# design 1

--- config.mk ---
export PLATFORM = sky130hd
export DESIGN_NAME = saturn_bus_ram
export DESIGN_NICKNAME = d
export VERILOG_FILES = /design/src/rtl/saturn_bus_ram.sv
export SDC_FILE = /design/constraint.sdc
export NUM_CORES = 2
export LEC_CHECK = 0
export CORE_MARGIN = 1.5
export CORE_UTILIZATION = 40
export DETAILED_ROUTE_END_ITERATION = 16
export GPL_TIMING_DRIVEN = 1
export PLACE_DENSITY = 0.62
export SLEW_MARGIN = 30
export SYNTH_ARGS = -nofsm -noshare
export SYNTH_HDL_FRONTEND = slang
export SYNTH_SLANG_ARGS = --single-unit
--- constraint.sdc ---
create_clock -name i_clk -period 7.8 [get_ports i_clk]
set_clock_uncertainty 0.05 [all_clocks]
set_input_delay 0.78 -clock i_clk [delete_from_list [all_inputs] [get_ports i_clk]]
set_output_delay 0.78 -clock i_clk [all_outputs]
set_load 0.005 [all_outputs]
--- src/rtl/saturn_bus_ram.sv ---
// saturn_bus_ram: nibble-serial RAM peer on the saturn_core external bus.
// Keeps private PC/DP pointers and serves a 2**ADDR_BITS-nibble window at a
// base address that is claimed with CONFIGURE and released with UNCONFIGURE.
//
// Ports:
//   i_clk, i_reset       clock, synchronous active-high reset
//   i_bus_reset          bus reset from the core, same effect as i_reset
//   i_bus_strobe         one-cycle pulse per nibble transfer
//   i_bus_cmd_data       1 = command nibble, 0 = data nibble
//   i_bus_data_in[3:0]   nibble from the core
//   i_wprot              write protect (only with SATURN_BUS_RAM_WPROT_EN)
//   o_bus_data_out[3:0]  read nibble, 0 when not driving
//   o_bus_drive          device owns the read data of this transfer
//   o_configured         base address latched, device live
//
// Optional feature macro: SATURN_BUS_RAM_WPROT_EN adds i_wprot, which
// suppresses writes while high (pointers still advance, reads unaffected).

module saturn_bus_ram #(
  parameter int ADDR_BITS = 10
) (
  input  logic       i_clk,
  input  logic       i_reset,
  input  logic       i_bus_reset,
  input  logic       i_bus_strobe,
  input  logic       i_bus_cmd_data,
  input  logic [3:0] i_bus_data_in,
`ifdef SATURN_BUS_RAM_WPROT_EN
  input  logic       i_wprot,
`endif
  output logic [3:0] o_bus_data_out,
  output logic       o_bus_drive,
  output logic       o_configured
);

  localparam int DEPTH = 2 ** ADDR_BITS;

  localparam logic [3:0] CMD_PC_READ  = 4'h0;
  localparam logic [3:0] CMD_PC_WRITE = 4'h1;
  localparam logic [3:0] CMD_DP_READ  = 4'h2;
  localparam logic [3:0] CMD_DP_WRITE = 4'h3;
  localparam logic [3:0] CMD_LOAD_PC  = 4'h4;
  localparam logic [3:0] CMD_LOAD_DP  = 4'h5;
  localparam logic [3:0] CMD_CONFIG   = 4'h6;
  localparam logic [3:0] CMD_UNCONFIG = 4'h7;
  localparam logic [3:0] CMD_RESET    = 4'hF;

  // Load target encoding equals the low two bits of commands 4..7.
  localparam logic [1:0] TGT_PC    = 2'd0;
  localparam logic [1:0] TGT_DP    = 2'd1;
  localparam logic [1:0] TGT_CFG   = 2'd2;
  localparam logic [1:0] TGT_UNCFG = 2'd3;

  typedef enum logic [2:0] {
    S_IDLE,
    S_ADDR,
    S_PC_RD,
    S_PC_WR,
    S_DP_RD,
    S_DP_WR
  } state_t;

  state_t      state_q, state_d;
  logic [19:0] pc_q, pc_d;
  logic [19:0] dp_q, dp_d;
  logic [19:0] base_q, base_d;
  logic        cfg_q, cfg_d;
  logic [2:0]  cnt_q, cnt_d;
  logic [1:0]  tgt_q, tgt_d;
  logic [19:0] sh_q, sh_d;
  logic        drive_q, drive_d;
  logic [3:0]  dout_q, dout_d;

  logic [3:0]  mem_q [DEPTH];

  logic                 rst;
  logic                 wprot;
  logic                 use_pc;
  logic [19:0]          ptr;
  logic [19:0]          rel;
  logic                 hit;
  logic [ADDR_BITS-1:0] off;
  logic                 we;

  assign rst = i_reset | i_bus_reset;

`ifdef SATURN_BUS_RAM_WPROT_EN
  assign wprot = i_wprot;
`else
  assign wprot = 1'b0;
`endif

  // Window decode: distance from base, modulo 2**20, must fit the window.
  assign use_pc = (state_q == S_PC_RD) || (state_q == S_PC_WR);
  assign ptr    = use_pc ? pc_q : dp_q;
  assign rel    = ptr - base_q;
  assign hit    = cfg_q && (rel[19:ADDR_BITS] == '0);
  assign off    = rel[ADDR_BITS-1:0];

  // State and datapath registers.
  always_ff @(posedge i_clk) begin
    if (rst) begin
      state_q <= S_IDLE;
      pc_q    <= '0;
      dp_q    <= '0;
      base_q  <= '0;
      cfg_q   <= 1'b0;
      cnt_q   <= '0;
      tgt_q   <= TGT_PC;
      sh_q    <= '0;
      drive_q <= 1'b0;
      dout_q  <= '0;
    end else begin
      state_q <= state_d;
      pc_q    <= pc_d;
      dp_q    <= dp_d;
      base_q  <= base_d;
      cfg_q   <= cfg_d;
      cnt_q   <= cnt_d;
      tgt_q   <= tgt_d;
      sh_q    <= sh_d;
      drive_q <= drive_d;
      dout_q  <= dout_d;
    end
  end

  // RAM contents survive every kind of reset.
  always_ff @(posedge i_clk) begin
    if (we) begin
      mem_q[off] <= i_bus_data_in;
    end
  end

  // Next-state and datapath update.
  always_comb begin
    state_d = state_q;
    pc_d    = pc_q;
    dp_d    = dp_q;
    base_d  = base_q;
    cfg_d   = cfg_q;
    cnt_d   = cnt_q;
    tgt_d   = tgt_q;
    sh_d    = sh_q;
    drive_d = drive_q;
    dout_d  = dout_q;
    we      = 1'b0;

    if (i_bus_strobe) begin
      // Read data is held only until the next strobe of any kind.
      drive_d = 1'b0;
      dout_d  = '0;

      if (i_bus_cmd_data) begin
        unique case (i_bus_data_in)
          CMD_PC_READ:  state_d = S_PC_RD;
          CMD_PC_WRITE: state_d = S_PC_WR;
          CMD_DP_READ:  state_d = S_DP_RD;
          CMD_DP_WRITE: state_d = S_DP_WR;
          CMD_LOAD_PC,
          CMD_LOAD_DP,
          CMD_CONFIG,
          CMD_UNCONFIG: begin
            state_d = S_ADDR;
            cnt_d   = '0;
            tgt_d   = i_bus_data_in[1:0];
          end
          CMD_RESET: begin
            state_d = S_IDLE;
            pc_d    = '0;
            dp_d    = '0;
            base_d  = '0;
            cfg_d   = 1'b0;
          end
          default:      state_d = S_IDLE;
        endcase
      end else begin
        unique case (state_q)
          S_PC_RD,
          S_DP_RD: begin
            drive_d = hit;
            dout_d  = hit ? mem_q[off] : 4'h0;
          end
          S_PC_WR,
          S_DP_WR: begin
            we = hit && !wprot && !rst;
          end
          S_ADDR: begin
            // Nibbles arrive least significant first.
            sh_d  = {i_bus_data_in, sh_q[19:4]};
            cnt_d = cnt_q + 3'd1;
            if (cnt_q == 3'd4) begin
              state_d = S_IDLE;
              unique case (tgt_q)
                TGT_PC:    pc_d = sh_d;
                TGT_DP:    dp_d = sh_d;
                TGT_CFG: begin
                  if (!cfg_q) begin
                    base_d = sh_d;
                    cfg_d  = 1'b1;
                  end
                end
                TGT_UNCFG: begin
                  if (sh_d == base_q) begin
                    cfg_d = 1'b0;
                  end
                end
                default: ;
              endcase
            end
          end
          default: ;
        endcase

        // Pointers advance on every data strobe, hit or miss.
        unique case (state_q)
          S_PC_RD, S_PC_WR: pc_d = pc_q + 20'd1;
          S_DP_RD, S_DP_WR: dp_d = dp_q + 20'd1;
          default: ;
        endcase
      end
    end
  end

  // Outputs come straight from registers.
  always_comb begin
    o_bus_data_out = dout_q;
    o_bus_drive    = drive_q;
    o_configured   = cfg_q;
  end

endmodule

# design 2

$ cat src/rtl/fifo_level_pkg.sv
// fifo_level_pkg
//   Shared width helpers and small types for the fifo_level FIFO.
//   cnt_width(depth) : bits needed to hold an occupancy of 0..depth.
//   ptr_width(depth) : bits needed to address entries 0..depth-1.
package fifo_level_pkg;

  // Occupancy counter width; count must reach DEPTH itself, hence depth+1.
  function automatic int cnt_width(input int depth);
    return $clog2(depth + 1);
  endfunction

  // Pointer width; never below one bit so degenerate depths still elaborate.
  function automatic int ptr_width(input int depth);
    return (depth < 2) ? 1 : $clog2(depth);
  endfunction

  // Effective per-cycle operation after qualifying the raw requests.
  typedef struct packed {
    logic push;
    logic pop;
  } fifo_op_t;

endpackage

$ cat src/rtl/fifo_mem.sv
// fifo_mem
//   WIDTH x DEPTH register array used as FIFO storage.
//   clk   : write clock
//   we    : write enable, writes wdata to mem[waddr] on the rising edge
//   waddr : write address (0..DEPTH-1)
//   wdata : write data
//   raddr : read address (0..DEPTH-1)
//   rdata : asynchronous read of mem[raddr]
module fifo_mem #(
  parameter int WIDTH = 32,
  parameter int DEPTH = 8,
  parameter int PW    = 3
) (
  input  logic             clk,
  input  logic             we,
  input  logic [PW-1:0]    waddr,
  input  logic [WIDTH-1:0] wdata,
  input  logic [PW-1:0]    raddr,
  output logic [WIDTH-1:0] rdata
);

  logic [WIDTH-1:0] mem [DEPTH];

  // NOTE: storage has no reset; its contents are only observable through
  // pointers that reset, so resetting the array would cost flops for nothing.
  always_ff @(posedge clk) begin
    if (we) mem[waddr] <= wdata;
  end

  assign rdata = mem[raddr];

endmodule

$ cat src/rtl/fifo_level.sv
// fifo_level
//   Single-clock show-ahead FIFO with arbitrary depth, occupancy count,
//   programmable almost-full/almost-empty flags and sticky error flags.
//   clk          : clock, all state changes on the rising edge
//   res_n        : asynchronous active-low reset
//   wdata        : write data, taken when shift_in is accepted
//   shift_in     : push request
//   shift_out    : pop request, consumes the word on rdata
//   clear_err    : synchronous clear of overflow/underflow
//   rdata        : head-of-queue word, valid while empty=0
//   count        : occupancy 0..DEPTH
//   full, empty  : count==DEPTH, count==0
//   almost_full  : count >= AF_THRESH
//   almost_empty : count <= AE_THRESH
//   overflow     : sticky, push dropped while full
//   underflow    : sticky, pop requested while empty
module fifo_level
  import fifo_level_pkg::*;
#(
  parameter int  WIDTH     = 32,
  parameter int  DEPTH     = 8,
  parameter int  AF_THRESH = DEPTH - 1,
  parameter int  AE_THRESH = 1,
  localparam int CW        = cnt_width(DEPTH),
  localparam int PW        = ptr_width(DEPTH)
) (
  input  logic             clk,
  input  logic             res_n,
  input  logic [WIDTH-1:0] wdata,
  input  logic             shift_in,
  input  logic             shift_out,
  input  logic             clear_err,
  output logic [WIDTH-1:0] rdata,
  output logic [CW-1:0]    count,
  output logic             full,
  output logic             empty,
  output logic             almost_full,
  output logic             almost_empty,
  output logic             overflow,
  output logic             underflow
);

  // Elaboration-time parameter checks.
  if (DEPTH < 2) begin : g_bad_depth
    $error("fifo_level: DEPTH must be >= 2");
  end
  if (AF_THRESH < 1 || AF_THRESH > DEPTH) begin : g_bad_af
    $error("fifo_level: AF_THRESH must be in 1..DEPTH");
  end
  if (AE_THRESH < 0 || AE_THRESH > DEPTH - 1) begin : g_bad_ae
    $error("fifo_level: AE_THRESH must be in 0..DEPTH-1");
  end

  localparam logic [PW-1:0] LAST_IDX = PW'(DEPTH - 1);

  logic [PW-1:0] write_ptr;
  logic [PW-1:0] read_ptr;
  logic [CW-1:0] count_nxt;
  fifo_op_t      op;

  // A push while full is legal only when the head is leaving the same cycle;
  // full implies non-empty, so that pop is always real.
  assign op.push = shift_in & (~full | shift_out);
  assign op.pop  = shift_out & ~empty;

  // NOTE: combinational block gives count_nxt a default first so no latch
  // is inferred on the paths that leave it unchanged.
  always_comb begin
    count_nxt = count;
    if (op.push && !op.pop)      count_nxt = count + 1'b1;
    else if (op.pop && !op.push) count_nxt = count - 1'b1;
  end

  // Flags are registered from count_nxt so they always agree with count.
  // NOTE: sequential state uses non-blocking assignments so every register
  // samples pre-edge values regardless of statement order.
  always_ff @(posedge clk or negedge res_n) begin
    if (!res_n) begin
      write_ptr    <= '0;
      read_ptr     <= '0;
      count        <= '0;
      full         <= 1'b0;
      empty        <= 1'b1;
      almost_full  <= (AF_THRESH == 0);
      almost_empty <= 1'b1;
      overflow     <= 1'b0;
      underflow    <= 1'b0;
    end else begin
      if (op.push) write_ptr <= (write_ptr == LAST_IDX) ? '0 : write_ptr + 1'b1;
      if (op.pop)  read_ptr  <= (read_ptr == LAST_IDX) ? '0 : read_ptr + 1'b1;
      count        <= count_nxt;
      full         <= (count_nxt == CW'(DEPTH));
      empty        <= (count_nxt == '0);
      almost_full  <= (count_nxt >= CW'(AF_THRESH));
      almost_empty <= (count_nxt <= CW'(AE_THRESH));
      // Set has priority over clear_err.
      overflow     <= (shift_in & full & ~shift_out) | (overflow & ~clear_err);
      underflow    <= (shift_out & empty) | (underflow & ~clear_err);
    end
  end

  fifo_mem #(
    .WIDTH (WIDTH),
    .DEPTH (DEPTH),
    .PW    (PW)
  ) u_mem (
    .clk   (clk),
    .we    (op.push),
    .waddr (write_ptr),
    .wdata (wdata),
    .raddr (read_ptr),
    .rdata (rdata)
  );

endmodule

$ cat config.mk
export PLATFORM = sky130hd
export DESIGN_NAME = fifo_level
export DESIGN_NICKNAME = d
export VERILOG_FILES = /design/src/rtl/fifo_level_pkg.sv /design/src/rtl/fifo_mem.sv /design/src/rtl/fifo_level.sv
export SDC_FILE = /design/constraint.sdc
export NUM_CORES = 1
export LEC_CHECK = 0
export ABC_AREA = 1
export ABC_CLOCK_PERIOD_IN_PS = 5400
export CORE_ASPECT_RATIO = 1.2
export CORE_MARGIN = 10
export CORE_UTILIZATION = 40
export CTS_CLUSTER_SIZE = 28
export DETAILED_ROUTE_END_ITERATION = 6
export PLACE_DENSITY_LB_ADDON = 0.2
export SYNTH_ARGS = -nofsm -noshare
export SYNTH_HDL_FRONTEND = slang
export SYNTH_SLANG_ARGS = --single-unit
$ cat constraint.sdc
create_clock -name clk -period 5.4 [get_ports clk]
set_input_delay 1.62 -clock clk [delete_from_list [all_inputs] [get_ports clk]]
set_output_delay 1.62 -clock clk [all_outputs]
set_load 0.01 [all_outputs]
# design 3

$ cat config.mk
export PLATFORM = sky130hd
export DESIGN_NAME = fs_seq_sub
export DESIGN_NICKNAME = d
export VERILOG_FILES = /design/src/rtl/fs_pkg.sv /design/src/rtl/fs_chunk_sub.sv /design/src/rtl/fs_seq_sub.sv
export SDC_FILE = /design/constraint.sdc
export NUM_CORES = 1
export LEC_CHECK = 0
export CORE_MARGIN = 8
export CORE_UTILIZATION = 45
export CTS_BUF_LIST = sky130_fd_sc_hd__clkbuf_2 sky130_fd_sc_hd__clkbuf_4 sky130_fd_sc_hd__clkbuf_8
export DETAILED_ROUTE_END_ITERATION = 10
export PLACE_DENSITY_LB_ADDON = 0.2
export SLEW_MARGIN = 30
export SYNTH_ARGS = -nofsm -noshare
export SYNTH_HDL_FRONTEND = slang
export SYNTH_SLANG_ARGS = --single-unit
$ cat constraint.sdc
create_clock -name clk -period 4 [get_ports clk]
set_clock_uncertainty 0.05 [all_clocks]
set_input_delay 0.8 -clock clk [delete_from_list [all_inputs] [get_ports clk]]
set_output_delay 0.8 -clock clk [all_outputs]
set_load 0.01 [all_outputs]
$ cat src/rtl/fs_pkg.sv
// fs_pkg: shared types and elaboration helpers for the serial subtractor.
//   fs_seq_state_t : controller state encoding
//   fs_nchunk      : number of chunk slices per operand
//   fs_chunk_ok    : divisibility / sanity check on width vs chunk
//   fs_cnt_width   : chunk counter width (never zero bits)
package fs_pkg;

   typedef enum logic [1:0] {
      IDLE = 2'd0,
      BUSY = 2'd1,
      DONE = 2'd2
   } fs_seq_state_t;

   function automatic int fs_nchunk(input int width, input int chunk);
      return width / chunk;
   endfunction

   function automatic bit fs_chunk_ok(input int width, input int chunk);
      return (chunk > 0) && (width >= chunk) && ((width % chunk) == 0);
   endfunction

   function automatic int fs_cnt_width(input int n);
      return (n > 1) ? $clog2(n) : 1;
   endfunction

endpackage

$ cat src/rtl/fs_chunk_sub.sv
// fs_chunk_sub: combinational CHUNK_WIDTH-bit subtractor slice.
//   a, b  : chunk operands
//   cin   : borrow-in
//   out   : a - b - cin (mod 2^CHUNK_WIDTH)
//   cout  : borrow-out (MSB of the C+1-bit difference)
module fs_chunk_sub #(
   parameter int CHUNK_WIDTH = 8
) (
   input  logic [CHUNK_WIDTH-1:0] a,
   input  logic [CHUNK_WIDTH-1:0] b,
   input  logic                   cin,
   output logic [CHUNK_WIDTH-1:0] out,
   output logic                   cout
);

   assign {cout, out} = {1'b0, a} - {1'b0, b} - {{CHUNK_WIDTH{1'b0}}, cin};

endmodule

$ cat src/rtl/fs_seq_sub.sv
// fs_seq_sub: serial a - b - cin using one CHUNK_WIDTH slice, LSB chunk
// first, with a registered borrow chain and valid/ready on both sides.
//   clk, rst_n           : clock, async active-low reset
//   in_valid/in_ready    : operand handshake (a, b, cin)
//   out_valid/out_ready  : result handshake (out, cout[, zero])
//   cout                 : borrow-out, 1 iff a < b + cin (unsigned)
//   zero                 : result-is-zero flag, only with FS_SEQ_SUB_ZERO_EN
//
// state | meaning
// IDLE  | waiting for operands, in_ready=1
// BUSY  | one chunk per cycle, counter selects the slice
// DONE  | result held with out_valid=1 until out_ready
module fs_seq_sub
   import fs_pkg::*;
#(
   parameter int DATA_WIDTH  = 24,
   parameter int CHUNK_WIDTH = 8
) (
   input  logic                  clk,
   input  logic                  rst_n,
   input  logic                  in_valid,
   output logic                  in_ready,
   input  logic [DATA_WIDTH-1:0] a,
   input  logic [DATA_WIDTH-1:0] b,
   input  logic                  cin,
   output logic                  out_valid,
   input  logic                  out_ready,
   output logic [DATA_WIDTH-1:0] out,
`ifdef FS_SEQ_SUB_ZERO_EN
   output logic                  cout,
   output logic                  zero
`else
   output logic                  cout
`endif
);

   localparam int NCHUNK = fs_nchunk(DATA_WIDTH, CHUNK_WIDTH);
   localparam int CNT_W  = fs_cnt_width(NCHUNK);
   localparam logic [CNT_W-1:0] LAST = CNT_W'(NCHUNK - 1);

   generate
      if (!fs_chunk_ok(DATA_WIDTH, CHUNK_WIDTH)) begin : g_bad_chunk
         $error("fs_seq_sub: DATA_WIDTH must be a multiple of CHUNK_WIDTH");
      end
   endgenerate

   fs_seq_state_t           state_q, state_nxt;
   logic [CNT_W-1:0]        cnt_q;
   logic [DATA_WIDTH-1:0]   a_q, b_q, out_q;
   logic                    borrow_q, cout_q;
   logic [CHUNK_WIDTH-1:0]  a_k, b_k, diff_k;
   logic                    borrow_k;
   logic                    accept, last;

   always_ff @(posedge clk or negedge rst_n) begin
      if (!rst_n) state_q <= IDLE;
      else        state_q <= state_nxt;
   end

   always_comb begin
      state_nxt = state_q;
      in_ready  = (state_q == IDLE) || ((state_q == DONE) && out_ready);
      accept    = in_valid && in_ready;
      last      = (cnt_q == LAST);
      case (state_q)
         IDLE: if (accept) state_nxt = BUSY;
         BUSY: if (last) state_nxt = DONE;
         DONE: if (out_ready) state_nxt = in_valid ? BUSY : IDLE;
         default: state_nxt = IDLE;
      endcase
   end

   // slice operand select; constant-index compare keeps every part-select static
   always_comb begin
      a_k = '0;
      b_k = '0;
      for (int k = 0; k < NCHUNK; k++) begin
         if (cnt_q == CNT_W'(k)) begin
            a_k = a_q[k*CHUNK_WIDTH +: CHUNK_WIDTH];
            b_k = b_q[k*CHUNK_WIDTH +: CHUNK_WIDTH];
         end
      end
   end

   fs_chunk_sub #(.CHUNK_WIDTH(CHUNK_WIDTH)) u_slice (
      .a    (a_k),
      .b    (b_k),
      .cin  (borrow_q),
      .out  (diff_k),
      .cout (borrow_k)
   );

   always_ff @(posedge clk or negedge rst_n) begin
      if (!rst_n) begin
         cnt_q    <= '0;
         a_q      <= '0;
         b_q      <= '0;
         borrow_q <= 1'b0;
         out_q    <= '0;
         cout_q   <= 1'b0;
      end else if (accept) begin
         cnt_q    <= '0;
         a_q      <= a;
         b_q      <= b;
         borrow_q <= cin;
      end else if (state_q == BUSY) begin
         for (int k = 0; k < NCHUNK; k++) begin
            if (cnt_q == CNT_W'(k)) out_q[k*CHUNK_WIDTH +: CHUNK_WIDTH] <= diff_k;
         end
         borrow_q <= borrow_k;
         cout_q   <= borrow_k;
         if (!last) cnt_q <= cnt_q + CNT_W'(1);
      end
   end

   assign out_valid = (state_q == DONE);
   assign out       = out_q;
   assign cout      = cout_q;

`ifdef FS_SEQ_SUB_ZERO_EN
   logic zero_acc;

   always_ff @(posedge clk or negedge rst_n) begin
      if (!rst_n)                 zero_acc <= 1'b0;
      else if (accept)            zero_acc <= 1'b1;
      else if (state_q == BUSY)   zero_acc <= zero_acc && (diff_k == '0);
   end

   assign zero = out_valid && zero_acc;
`endif

endmodule


## Gallery

The metal 1 layer.
Supply wires on this layer in gray.
(a)
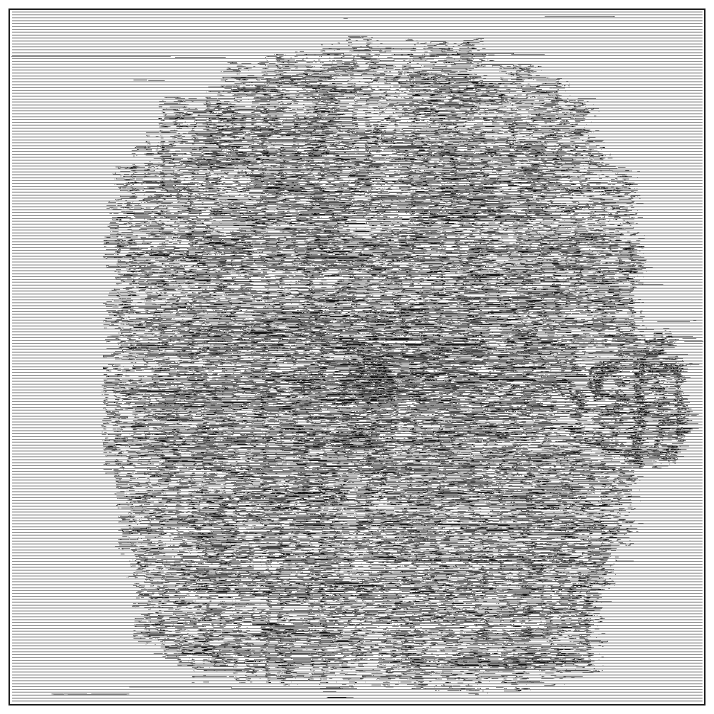
(b)
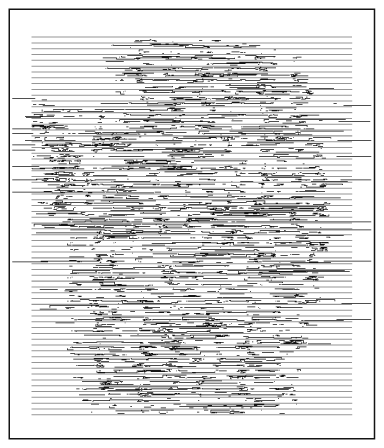
(c)
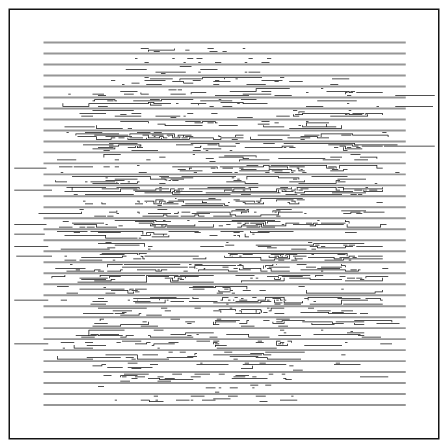
| from | picture |
|---|---|
| design 3 | (c) |
| design 2 | (b) |
| design 1 | (a) |

Key to (b):
nets with wire on the layer: 844
wire length on this layer: 10600 um
main direction: horizontal
longest straight run: 63.0 um
share of all routed wire: 45%

**Design 1: met3 routing**

The bar under the picture is 200 um long.
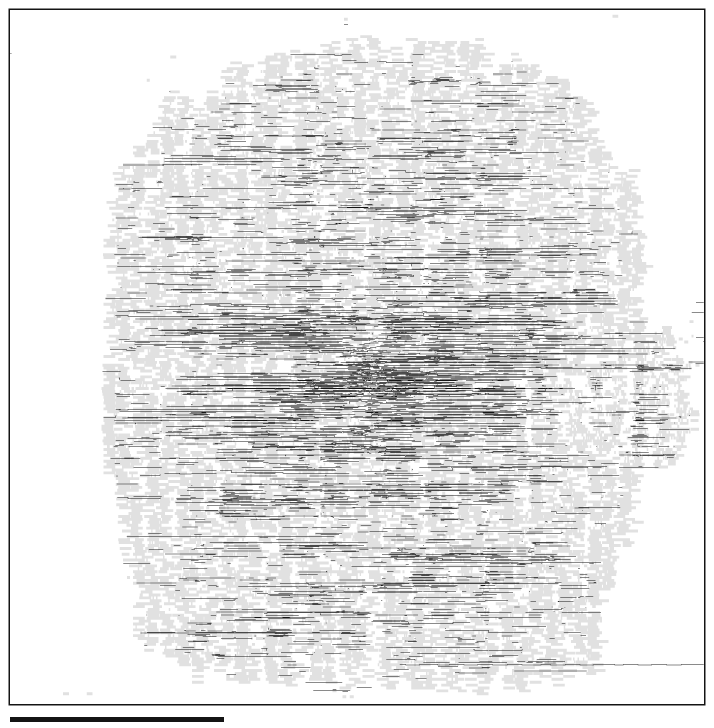
longest straight run: 201 um
main direction: horizontal
Total Routed Length: 501000 um
DR vias: 91675
met3 track demand over resource in global routing: 6.77%

**Design 1: met4 routing**

Supply wires on this layer in gray.
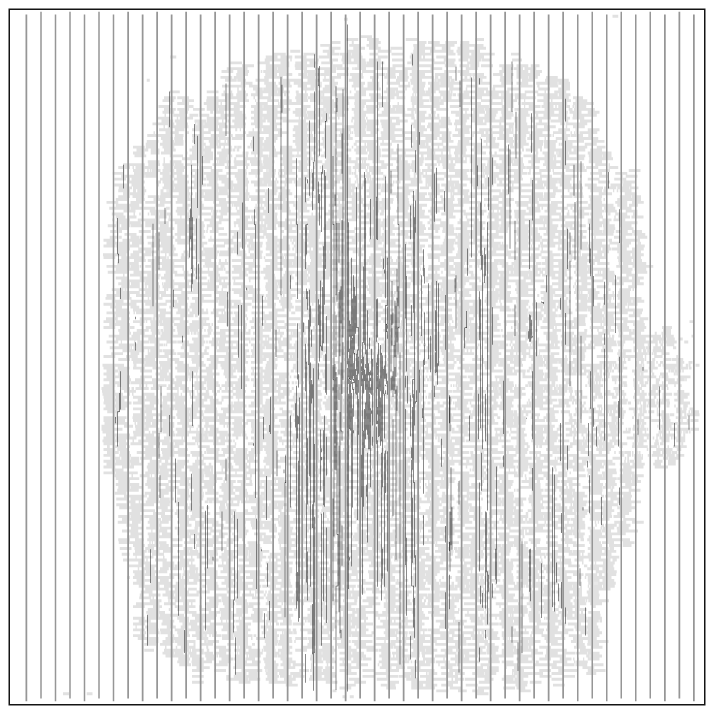
nets with wire on the layer: 273
share of all routed wire: 4.7%
main direction: vertical

==> run notes, design 1 <==
The synthesis and place-and-route flow finished, so here is a summary.

The number of sinks handled by clock tree synthesis came out at about 4200. CTS placed an instance of sky130_fd_sc_hd__clkbuf_16 at the clock tree root. The average cell area after synthesis is between 15 and 20 sq um. The cell-mix breakdown from Yosys lists the simple-gate area share as between 5 and 6%. Per the final report, the share of cell area in clock cells is under 10%.

The post-route DRC violation count is 0. The detailed-route vias per instance is 6.09. The count of flip-flops with a built-in enable after synthesis is between 4000 and 5000. The area of the chip came out at roughly 420000 sq um. The worst endpoint data arrival time came out at 7.74 ns. Counting flops and latches in the post-synthesis netlist gives around 4200.

OpenSTA lists the critical path startpoint as state_q[1]$_SDFFE_PP0P_. The run finished with clean final reports. The timing report shows that the slowest cell on the worst path is sky130_fd_sc_hd__fa_4. The number of standard cells reported by yosys is between 9000 and 10000. The top metal layer carrying routed signals is met5. The highest net fanout along the worst path came out at about 55.

The number of cell instances on the worst register-to-register path came out at 18. The filler cell count in the final layout is between 30000 and 40000. The final-report setup violation count is 0.
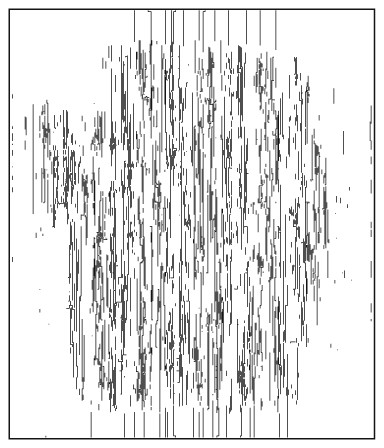
**Above:** design 2 (met2 routing).
share of all routed wire: 48%
nets with wire on the layer: 714
main direction: vertical
Total Routed Length: 23600 um
GRT met2 Usage: 22.0%
DR vias: 6370

**Design 2: met3 routing**

The bar under the picture is 50 um long.
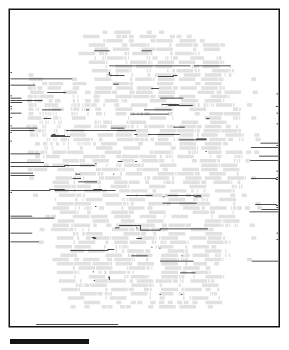
wire length on this layer: 1190 um
share of all routed wire: 5.0%
met3 track demand over resource in global routing: 2.71%

==> run notes, design 2 <==
The synthesis and place-and-route flow finished, so here is a summary.

The number of buffers on the longest clock path came out at 3. The number of cell instances on the worst register-to-register path is 4. The share of synthesized area spent on multiplexers is 5.91%.

The largest single stage delay on the critical path is around 0.8 ns. The number of multi-input logic gates is 439. The largest non-sequential cell family by area is simple AND/OR/NAND/NOR gates. The period utilization is around 83%. The timing report shows that the slowest cell on the worst path is sky130_fd_sc_hd__dfrtp_4. By area the synthesized netlist is led by sky130_fd_sc_hd__edfxtp_1, sky130_fd_sc_hd__mux2i_1, sky130_fd_sc_hd__nand2_1.

The average cell area after synthesis is roughly 14 sq um. The report puts the hold buffer count at CTS at 0. The reg-to-reg critical path endpoint is u_mem.mem[2][25]$_DFFE_PP_. The post-CTS repair timing setup buffer count came out at 0. The commonest cells after synthesis are sky130_fd_sc_hd__edfxtp_1, sky130_fd_sc_hd__nand2_1, sky130_fd_sc_hd__nor2_1. The beginning of the critical path is read_ptr[0]$_DFFE_PN0P_. The flow ran to the end, and the final reports show no timing, DRC or antenna violations. The required time of the critical path is between 3 and 4 ns. The register name with the most flops is u_mem.mem.

The fraction of standard cell area that is sequential came out at 63.2%. In this run, CTS created clock tree buffers numbering 27. Looking at the clock tree report, the H-tree level count equals 1. The logic share of the area came out at 19.3%.

The die span in y came out at 200 um. Recorded from the global router log, the overflow total was 0. The endpoint of the worst hold path is reported as underflow$_DFF_PN0_. The tally of OpenROAD warnings came out at 27.

The via count of the first global-routing pass came out at about 6400. Per the detail_route report, routed wire per instance is slightly below 20 um.

The critical path start-end classification is flip-flop to primary output. On the worst setup and hold paths after CTS, the clock-pin slew comes to about 0.060 ns. The xor and xnor area share after synthesis is less than 1%. TritonCTS built the clock tree.
**Design 3: clock routing**

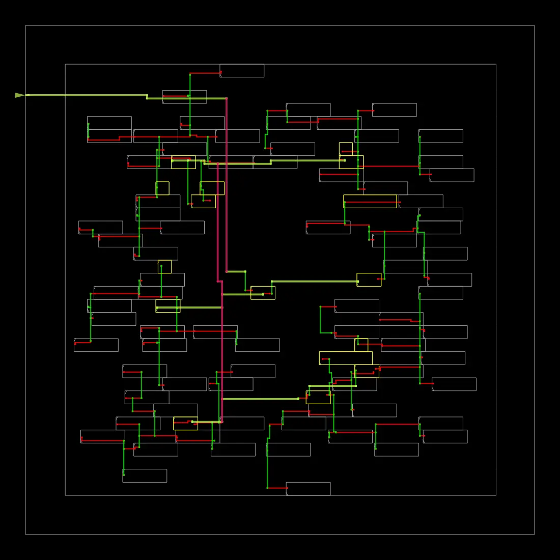
seq_cells: 78

==> run notes, design 3 <==
The synthesis and place-and-route flow finished, so here is a summary.

The global route stage reports its total congestion overflow as 0. Setup repair after global routing left no endpoint under its margin.

After detailed routing, no signal wire sits above met4. The highest net fanout along the worst path is 25. The setup slack after placement came out at between 0.5 and 0.6 ns. The antenna cell count is 0.

Per the synth stats, the proportion of register bits with asynchronous set or reset is 100%. The biggest cell category by area in the final layout is registers. According to the cell report, the number of logic gates is 207. Per STA, the worst path accumulates the most delay in the family adder cells.

The count of flip-flops with a built-in enable after synthesis came out at 0. The final critical path takes up 85.5% of the cycle. The tally of OpenROAD warnings is 28.

The number of nets with antenna violations after routing came out at 0. Per the timing report, the most critical flop-to-flop path finishes at borrow_q$_DFFE_PN0P_. The first global-routing pass estimated 13500 um of wire. The final net count is about 460.

The standard-cell row count is 33. The total wirelength of the detailed-routed design came out at between 7000 and 8000 um. Per the OpenROAD floorplan log, the height of the die is approximately 110 um. The maximum level of the CTS H-tree is 3. The post-cts sizing count came out at 0. The share of the core area taken by cells at floorplan is between 40 and 50%. The top-level port count came out at 80.

The total global-route track usage came out at between 15 and 20%. The insertion delay to the later sink of the worst-skew pair is 0.35 ns. In this run, the synthesized area fraction spent on adder and majority cells is recorded as under 10%.

The post-synthesis instance total is ~320. The largest non-sequential cell family by area is multiplexers. The violation tally from detailed-route iteration zero came out at about 50.

The overall die width is around 110 um. For this run, the number of Yosys warnings is 0.

The wire length per cell after detailed routing came out at between 15 and 20 um. The DRC violation total left in the routed layout is recorded as 0. The met2 routed wirelength came out at about 3700 um. The run finished with clean final reports. The area growth from synthesis to final layout came out at 30.6%. The cell type that accounts for the most area after synthesis is sky130_fd_sc_hd__dfrtp_1. The xor and xnor area share after synthesis is 1.92%.

